######## sn_pair_gen ########
==> sn_pair_gen/port_nets.png <==
Scale: 10 px per µm.
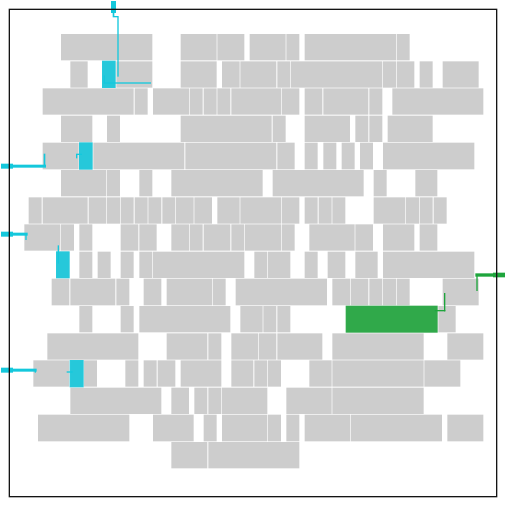
==> sn_pair_gen/gate_families.png <==
Scale: 10 px per µm.
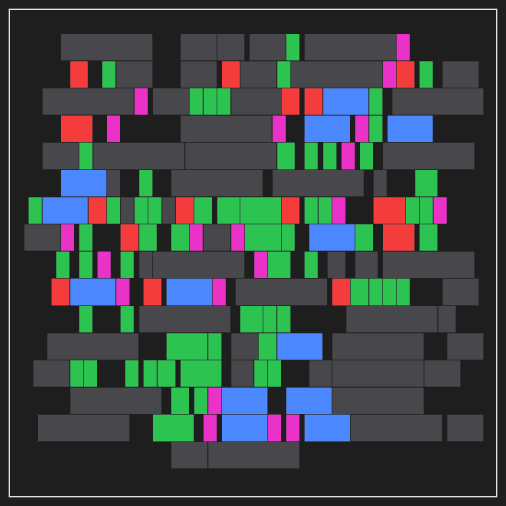
==> config.mk <==
export PLATFORM = sky130hd
export DESIGN_NAME = sn_pair_gen
export DESIGN_NICKNAME = d
export VERILOG_FILES = /design/src/rtl/sn_pair_gen.sv
export SDC_FILE = /design/constraint.sdc
export NUM_CORES = 1
export LEC_CHECK = 0
export ABC_AREA = 1
export CORE_UTILIZATION = 59
export CTS_BUF_LIST = sky130_fd_sc_hd__clkbuf_2 sky130_fd_sc_hd__clkbuf_4 sky130_fd_sc_hd__clkbuf_8
export CTS_CLUSTER_SIZE = 25
export DETAILED_ROUTE_END_ITERATION = 6
export GPL_ROUTABILITY_DRIVEN = 0
export MAX_ROUTING_LAYER = met4
export PLACE_DENSITY = 0.85
export SLEW_MARGIN = 20
export SYNTH_ARGS = -nofsm -noshare
export SYNTH_HDL_FRONTEND = slang
export SYNTH_SLANG_ARGS = --single-unit
==> constraint.sdc <==
create_clock -name clk -period 3.9 [get_ports clk]
set_input_delay 0.78 -clock clk [delete_from_list [all_inputs] [get_ports clk]]
set_output_delay 0.78 -clock clk [all_outputs]
set_load 0.01 [all_outputs]
==> src/rtl/sn_pair_gen.sv <==
// Stochastic-number pair generator: emits exact, uncorrelated unary bitstreams
// for two N-bit operands by clock-dividing two N-bit counters (i fast, j slow).
module sn_pair_gen #(
  parameter int N = 4
) (
  input  logic         clk,
  input  logic         rst_n,
  input  logic         start,
  input  logic [N-1:0] x_in,
  input  logic [N-1:0] y_in,
  output logic         busy,
  output logic         SN_X,
  output logic         SN_Y,
  output logic         sn_valid,
  output logic         last,
  output logic         done
);

  typedef enum logic [1:0] {
    S_IDLE = 2'd0,
    S_RUN  = 2'd1,
    S_DONE = 2'd2
  } state_t;

  localparam logic [N-1:0] C_ONE = N'(1'b1);
  localparam logic [N-1:0] C_MAX = {N{1'b1}};

  state_t       r_state;
  state_t       w_state_nxt;
  logic [N-1:0] r_i, r_j, r_x, r_y;
  logic [N-1:0] w_i_nxt, w_j_nxt, w_x_nxt, w_y_nxt;
  logic         r_busy, r_sn_x, r_sn_y, r_sn_valid, r_last, r_done;
  logic         w_busy_nxt, w_sn_x_nxt, w_sn_y_nxt, w_sn_valid_nxt, w_last_nxt, w_done_nxt;

  // Next-state, counter and output-bit decode; outputs are registered below.
  always_comb begin
    w_state_nxt    = r_state;
    w_i_nxt        = r_i;
    w_j_nxt        = r_j;
    w_x_nxt        = r_x;
    w_y_nxt        = r_y;
    w_busy_nxt     = 1'b0;
    w_sn_x_nxt     = 1'b0;
    w_sn_y_nxt     = 1'b0;
    w_sn_valid_nxt = 1'b0;
    w_last_nxt     = 1'b0;
    w_done_nxt     = 1'b0;
    case (r_state)
      S_IDLE: begin
        if (start) begin
          w_state_nxt = S_RUN;
          w_x_nxt     = x_in;
          w_y_nxt     = y_in;
          w_i_nxt     = '0;
          w_j_nxt     = '0;
          w_busy_nxt  = 1'b1;
        end else begin
          w_busy_nxt  = 1'b0;
        end
      end
      S_RUN: begin
        w_busy_nxt     = 1'b1;
        w_sn_valid_nxt = 1'b1;
        w_sn_x_nxt     = (r_i < r_x);
        w_sn_y_nxt     = (r_j < r_y);
        w_i_nxt        = r_i + C_ONE;
        // j advances only on i wrap, which decorrelates the two streams
        if (r_i == C_MAX) begin
          w_j_nxt = r_j + C_ONE;
          if (r_j == C_MAX) begin
            w_last_nxt  = 1'b1;
            w_state_nxt = S_DONE;
          end else begin
            w_last_nxt  = 1'b0;
          end
        end else begin
          w_j_nxt = r_j;
        end
      end
      S_DONE: begin
        w_busy_nxt  = 1'b1;
        w_done_nxt  = 1'b1;
        w_state_nxt = S_IDLE;
      end
      default: begin
        w_state_nxt = S_IDLE;
      end
    endcase
  end

  // FSM state register.
  always_ff @(posedge clk or negedge rst_n) begin
    if (!rst_n) begin
      r_state <= S_IDLE;
    end else begin
      r_state <= w_state_nxt;
    end
  end

  // Counters, latched operands and registered outputs.
  always_ff @(posedge clk or negedge rst_n) begin
    if (!rst_n) begin
      r_i        <= '0;
      r_j        <= '0;
      r_x        <= '0;
      r_y        <= '0;
      r_busy     <= 1'b0;
      r_sn_x     <= 1'b0;
      r_sn_y     <= 1'b0;
      r_sn_valid <= 1'b0;
      r_last     <= 1'b0;
      r_done     <= 1'b0;
    end else begin
      r_i        <= w_i_nxt;
      r_j        <= w_j_nxt;
      r_x        <= w_x_nxt;
      r_y        <= w_y_nxt;
      r_busy     <= w_busy_nxt;
      r_sn_x     <= w_sn_x_nxt;
      r_sn_y     <= w_sn_y_nxt;
      r_sn_valid <= w_sn_valid_nxt;
      r_last     <= w_last_nxt;
      r_done     <= w_done_nxt;
    end
  end

  assign busy     = r_busy;
  assign SN_X     = r_sn_x;
  assign SN_Y     = r_sn_y;
  assign sn_valid = r_sn_valid;
  assign last     = r_last;
  assign done     = r_done;

endmodule
==> summary.txt <==
fresh numbers from the pnr run: Mux area share=0%, clk latency late pin=0.32 ns, comb area leader=simple AND/OR/NAND/NOR gates, # Taps=27, sequential fraction of total cell area=40.47%, hold_buf cts=0, DRT Pass-1 Iters=4, fin nets=188, post-route ant nets=0, peak supply drop=0.3949 mV, total track usage=23.41%, status=completed, uppermost layer routed=met4, Crit Path Category=register to primary output, CP endpoint=SN_Y, crit path cell chain=clkdlybuf4s50_1, flop count=24, XORs/XNORs by Area=0%, ANT cells=0, worst setup margin=1.924 ns, Detailed Route WL=2.167 mm, unrepaired setup endpoints after global routing=false, Non-clk bufs=16, Reg-to-Reg End=r_j[0], met2 usage=39.58%, Yosys cell types=19, M1 wire length=968 µm, initial antenna violation count=0, pin count of the biggest net entering global routing=25, final hold vios=0, DIE WIDTH=48.60 µm, root buf cell=clkbuf_4, Simple Share, Synth=26.07%, Num CTS Buffers=3, Fmax=506.0 MHz, Slowest-stage cell, CP=clkdlybuf4s50_1, post-route design area=1484 µm², # H-tree levels=1, register share after synthesis=46.88%, Layout Skew=0.002178 ns, Floorplan Nets=169, Setup Viol. Count Final=0, cell taking the most area after synthesis=dfrtp_1, asr flop ratio synth=100.0%, remaining global-route overflow=0, Fin Hold WS=0.4208 ns, count of clock buffers in the final design=4, Final Slew Violations=0
Notes on sn_pair_gen/port_nets.png above:
green -> last  # bits 1, direction output, end cells 1, buffers 1, wire 5.80 µm
cyan -> x_in  # bits 4, direction input, end cells 4, buffers 4, wire 23.1 µm
IO Pins: 17
IO Port Bufs: 16

Notes on sn_pair_gen/gate_families.png above:
blue -> adder and majority cells  # cells 13, most used ha_1
magenta -> inverters  # cells 20, most used inv_1
red -> inverting AOI/OAI gates  # cells 15, most used o21ai_0
green -> NAND gates  # cells 62, most used nand2_1
most instantiated logic cell after routing: nand2_1
final cell count without fillers: 190
fraction of area in multi-input gates: 39.29%

## power by group
part	internal [W]	total [W]	switching [W]	leakage (nW)
logic	0.000161	0.000405	0.000244	0.455
registers	0.000331	0.000373	0.0000427	0.309
clock network	0.0000571	0.000131	0.0000740	0.0210
total	0.000549	0.000910	0.000361	0.785
## state kept, by name, indices dropped and copies added (netlist names)
register and flops:
SN_X 1, r_y 4, r_x 4, busy 1, r_state 2, last 1, sn_valid 1, r_j 4
SN_Y 1, done 1, r_i 4

######## wtree_final_adder ########
==> src/rtl/wtree_final_adder.sv <==
// Final carry-propagate adder of the multiplier: resolves the Wallace-tree sum/carry
// pair over two valid/ready pipeline stages (low half, then high half with the registered carry).
// Optional macro WTREE_FINAL_ADDER_ZERO_FLAG_EN adds the registered out_zero result flag.
module wtree_final_adder #(
  parameter int WIDTH = 64,
  parameter int SPLIT = 32
) (
  input  logic             clock,
  input  logic             reset,
  input  logic             in_valid,
  output logic             in_ready,
  input  logic [WIDTH-1:0] in_sum,
  input  logic [WIDTH-1:0] in_carry,
  output logic             out_valid,
  input  logic             out_ready,
  output logic [WIDTH-1:0] out_result,
  output logic             out_cout
`ifdef WTREE_FINAL_ADDER_ZERO_FLAG_EN
  ,
  output logic             out_zero
`endif
);

  localparam int HW = WIDTH - SPLIT;

  // Stage 1 state
  logic             s1_valid_q,   s1_valid_d;
  logic [SPLIT-1:0] s1_lo_q,      s1_lo_d;
  logic             s1_c1_q,      s1_c1_d;
  logic [HW-1:0]    s1_sum_hi_q,  s1_sum_hi_d;
  logic [HW-1:0]    s1_carry_hi_q, s1_carry_hi_d;

  // Stage 2 state
  logic             s2_valid_q,   s2_valid_d;
  logic [WIDTH-1:0] result_q,     result_d;
  logic             cout_q,       cout_d;

`ifdef WTREE_FINAL_ADDER_ZERO_FLAG_EN
  logic             s1_lo_zero_q, s1_lo_zero_d;
  logic             zero_q,       zero_d;
`endif

  logic [SPLIT:0]   lo_sum;
  logic [HW:0]      hi_sum;
  logic             s2_can_load;
  logic             in_fire;
  logic             s1_adv;
  logic             out_fire;

  assign lo_sum = {1'b0, in_sum[SPLIT-1:0]} + {1'b0, in_carry[SPLIT-1:0]};
  assign hi_sum = {1'b0, s1_sum_hi_q} + {1'b0, s1_carry_hi_q} + {{HW{1'b0}}, s1_c1_q};

  // in_ready depends only on pipeline state and out_ready, never on in_valid.
  assign s2_can_load = !s2_valid_q || out_ready;
  assign in_ready    = !s1_valid_q || s2_can_load;
  assign in_fire     = in_valid && in_ready;
  assign s1_adv      = s1_valid_q && s2_can_load;
  assign out_fire    = s2_valid_q && out_ready;

  always_comb begin
    s1_valid_d    = s1_valid_q;
    s1_lo_d       = s1_lo_q;
    s1_c1_d       = s1_c1_q;
    s1_sum_hi_d   = s1_sum_hi_q;
    s1_carry_hi_d = s1_carry_hi_q;
    s2_valid_d    = s2_valid_q;
    result_d      = result_q;
    cout_d        = cout_q;
`ifdef WTREE_FINAL_ADDER_ZERO_FLAG_EN
    s1_lo_zero_d  = s1_lo_zero_q;
    zero_d        = zero_q;
`endif

    if (in_fire) begin
      s1_valid_d    = 1'b1;
      s1_lo_d       = lo_sum[SPLIT-1:0];
      s1_c1_d       = lo_sum[SPLIT];
      s1_sum_hi_d   = in_sum[WIDTH-1:SPLIT];
      s1_carry_hi_d = in_carry[WIDTH-1:SPLIT];
`ifdef WTREE_FINAL_ADDER_ZERO_FLAG_EN
      s1_lo_zero_d  = (lo_sum[SPLIT-1:0] == '0);
`endif
    end else if (s1_adv) begin
      s1_valid_d = 1'b0;
    end

    // Data registers only change on a load, so a stalled result stays put.
    if (s1_adv) begin
      s2_valid_d = 1'b1;
      result_d   = {hi_sum[HW-1:0], s1_lo_q};
      cout_d     = hi_sum[HW];
`ifdef WTREE_FINAL_ADDER_ZERO_FLAG_EN
      zero_d     = s1_lo_zero_q && (hi_sum[HW-1:0] == '0);
`endif
    end else if (out_fire) begin
      s2_valid_d = 1'b0;
    end
  end

  // NOTE: state registers use non-blocking assignments so every flop samples
  // pre-edge values; data registers are reset too because out_result must read 0.
  always_ff @(posedge clock or posedge reset) begin
    if (reset) begin
      s1_valid_q    <= 1'b0;
      s1_lo_q       <= '0;
      s1_c1_q       <= 1'b0;
      s1_sum_hi_q   <= '0;
      s1_carry_hi_q <= '0;
      s2_valid_q    <= 1'b0;
      result_q      <= '0;
      cout_q        <= 1'b0;
`ifdef WTREE_FINAL_ADDER_ZERO_FLAG_EN
      s1_lo_zero_q  <= 1'b0;
      zero_q        <= 1'b0;
`endif
    end else begin
      s1_valid_q    <= s1_valid_d;
      s1_lo_q       <= s1_lo_d;
      s1_c1_q       <= s1_c1_d;
      s1_sum_hi_q   <= s1_sum_hi_d;
      s1_carry_hi_q <= s1_carry_hi_d;
      s2_valid_q    <= s2_valid_d;
      result_q      <= result_d;
      cout_q        <= cout_d;
`ifdef WTREE_FINAL_ADDER_ZERO_FLAG_EN
      s1_lo_zero_q  <= s1_lo_zero_d;
      zero_q        <= zero_d;
`endif
    end
  end

  assign out_valid  = s2_valid_q;
  assign out_result = result_q;
  assign out_cout   = cout_q;
`ifdef WTREE_FINAL_ADDER_ZERO_FLAG_EN
  assign out_zero   = zero_q;
`endif

endmodule

==> config.mk <==
export PLATFORM = sky130hd
export DESIGN_NAME = wtree_final_adder
export DESIGN_NICKNAME = d
export VERILOG_FILES = /design/src/rtl/wtree_final_adder.sv
export SDC_FILE = /design/constraint.sdc
export NUM_CORES = 1
export LEC_CHECK = 0
export CAP_MARGIN = 0
export CORE_MARGIN = 1
export CORE_UTILIZATION = 30
export CTS_BUF_LIST = sky130_fd_sc_hd__clkbuf_8
export DETAILED_ROUTE_END_ITERATION = 12
export HOLD_SLACK_MARGIN = 0.12
export PLACE_DENSITY_LB_ADDON = 0.12
export SLEW_MARGIN = 20
export SYNTH_ARGS = -nofsm -noshare
export SYNTH_HDL_FRONTEND = slang
export SYNTH_SLANG_ARGS = --single-unit
==> constraint.sdc <==
create_clock -name clock -period 8 [get_ports clock]
set_clock_uncertainty 0.15 [all_clocks]
set_input_delay 2 -clock clock [delete_from_list [all_inputs] [get_ports clock]]
set_output_delay 2 -clock clock [all_outputs]
set_load 0.02 [all_outputs]
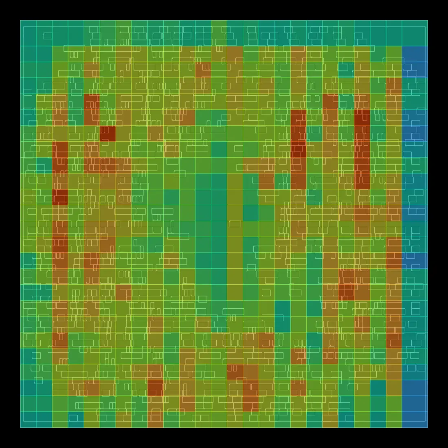
(wtree_final_adder/final_congestion.png)
total track usage: 16.10%
met1 usage: 20.36%

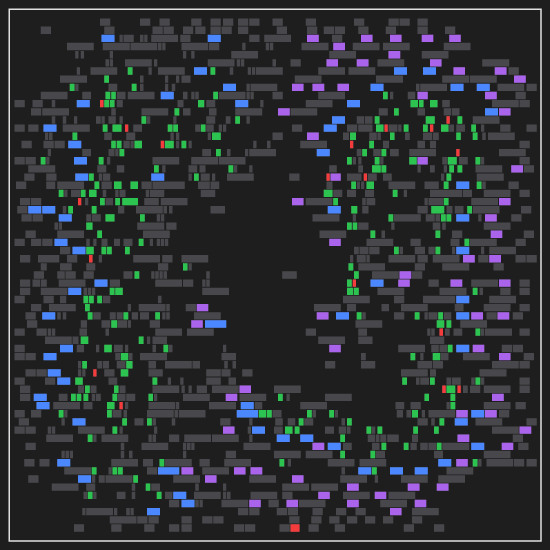
(wtree_final_adder/gate_families.png)
Scale: 3 px per µm.
green -> inverting AOI/OAI gates  # cells 195, most used o21ai_0
blue -> adder and majority cells  # cells 66, most used ha_1, where all over the die
red -> inverters  # cells 19, most used inv_1
purple -> multiplexers  # cells 69, most used mux2_2

==> summary.txt <==
fresh numbers from the pnr run: register share after synthesis=44.80%, Tmin final=5.522 ns, Yosys cell types=56, most numerous logic cells after layout=198 x clkdlybuf4s50_1, 196 x nand2_1, 164 x dfrtp_1, 83 x o21ai_0, 66 x mux2_2, yosys stat area=9160 µm², flop count=164, CP max stage delay=0.67 ns, Buf/Inv on CP=2, IO Port Bufs=198, sequential fraction of total cell area=34.37%, Adder Area Share=9.261%, Flop area=4104 µm², Mux area share=8.441%, number of logged tool warnings=26, Slowest-stage cell, CP=clkdlybuf4s50_1, Simple Share, Synth=13.73%, remaining global-route overflow=0, uppermost layer routed=met5, asr flop ratio synth=100.0%, DRT Pass-1 Iters=4, Non-clk bufs=202, Post-CTS Resized=0, WL per Instance=15.82 µm, Avg Vias per Cell=4.753, Yosys Instances=946, maximum root-to-sink buffer count=2, AO/OA Area Share=15.95%, Net Sw Frac=36.61%, part of the power in combinational logic=41.2%, # Taps=390, root buf cell=clkbuf_8, die area=31240 µm², Setup Viol. Count Final=0, Final Slew Violations=0, Crit Path Category=input port to primary output, met2 usage=27.75%, DRC Markers=0, FILL cells=3032, Worst Tran Pin Value=0.9011 ns, status=completed, Final Power=0.003075 W, placeable core area=29870 µm², Synth flops=164, CTS clk-pin slew, worst paths=0.09 ns, XORs/XNORs by Area=5.354%, critical path peak fanout=3, Post-synth top cells=198 x nand2_1, 164 x dfrtp_1, 83 x o21ai_0, Fmax=181.1 MHz, register share of total power=37.7%, setup tns final=0 ns, mi-comb count=724, Worst setup EP type=primary output, IO Pins=199, DIE WIDTH=176.7 µm
-- worst paths after layout --
path,endpoint,cells past startpoint,start,slack (ns)
worst max-delay path,in_ready,3,out_ready,2.48
worst min-delay path,out_result[1],2,s1_lo_q[1],0.32
worst max register to register,out_result[63],10,s1_c1_q,4.35
worst min register to register,out_result[1],2,s1_lo_q[1],0.32
max in group asynchronous,s1_carry_hi_q[17],3,reset,4.72
min in group asynchronous,s1_lo_q[0],2,reset,1.84


==> screenshots <==
Met2 routing.
panel A
Scale: 1.5 px per µm.
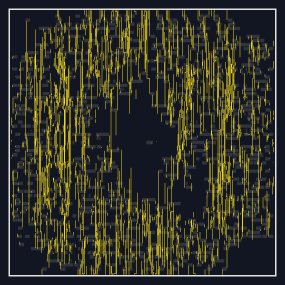
panel B
Scale: 6 px per µm.
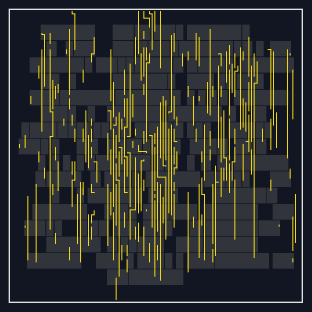
- largest die: panel A
For wtree_final_adder, see panel A.
For sn_pair_gen, see panel B.

Key to panel B:
wire length on this layer = 1090 µm
main direction = vertical

Power is estimated from default activity; no workload was simulated.
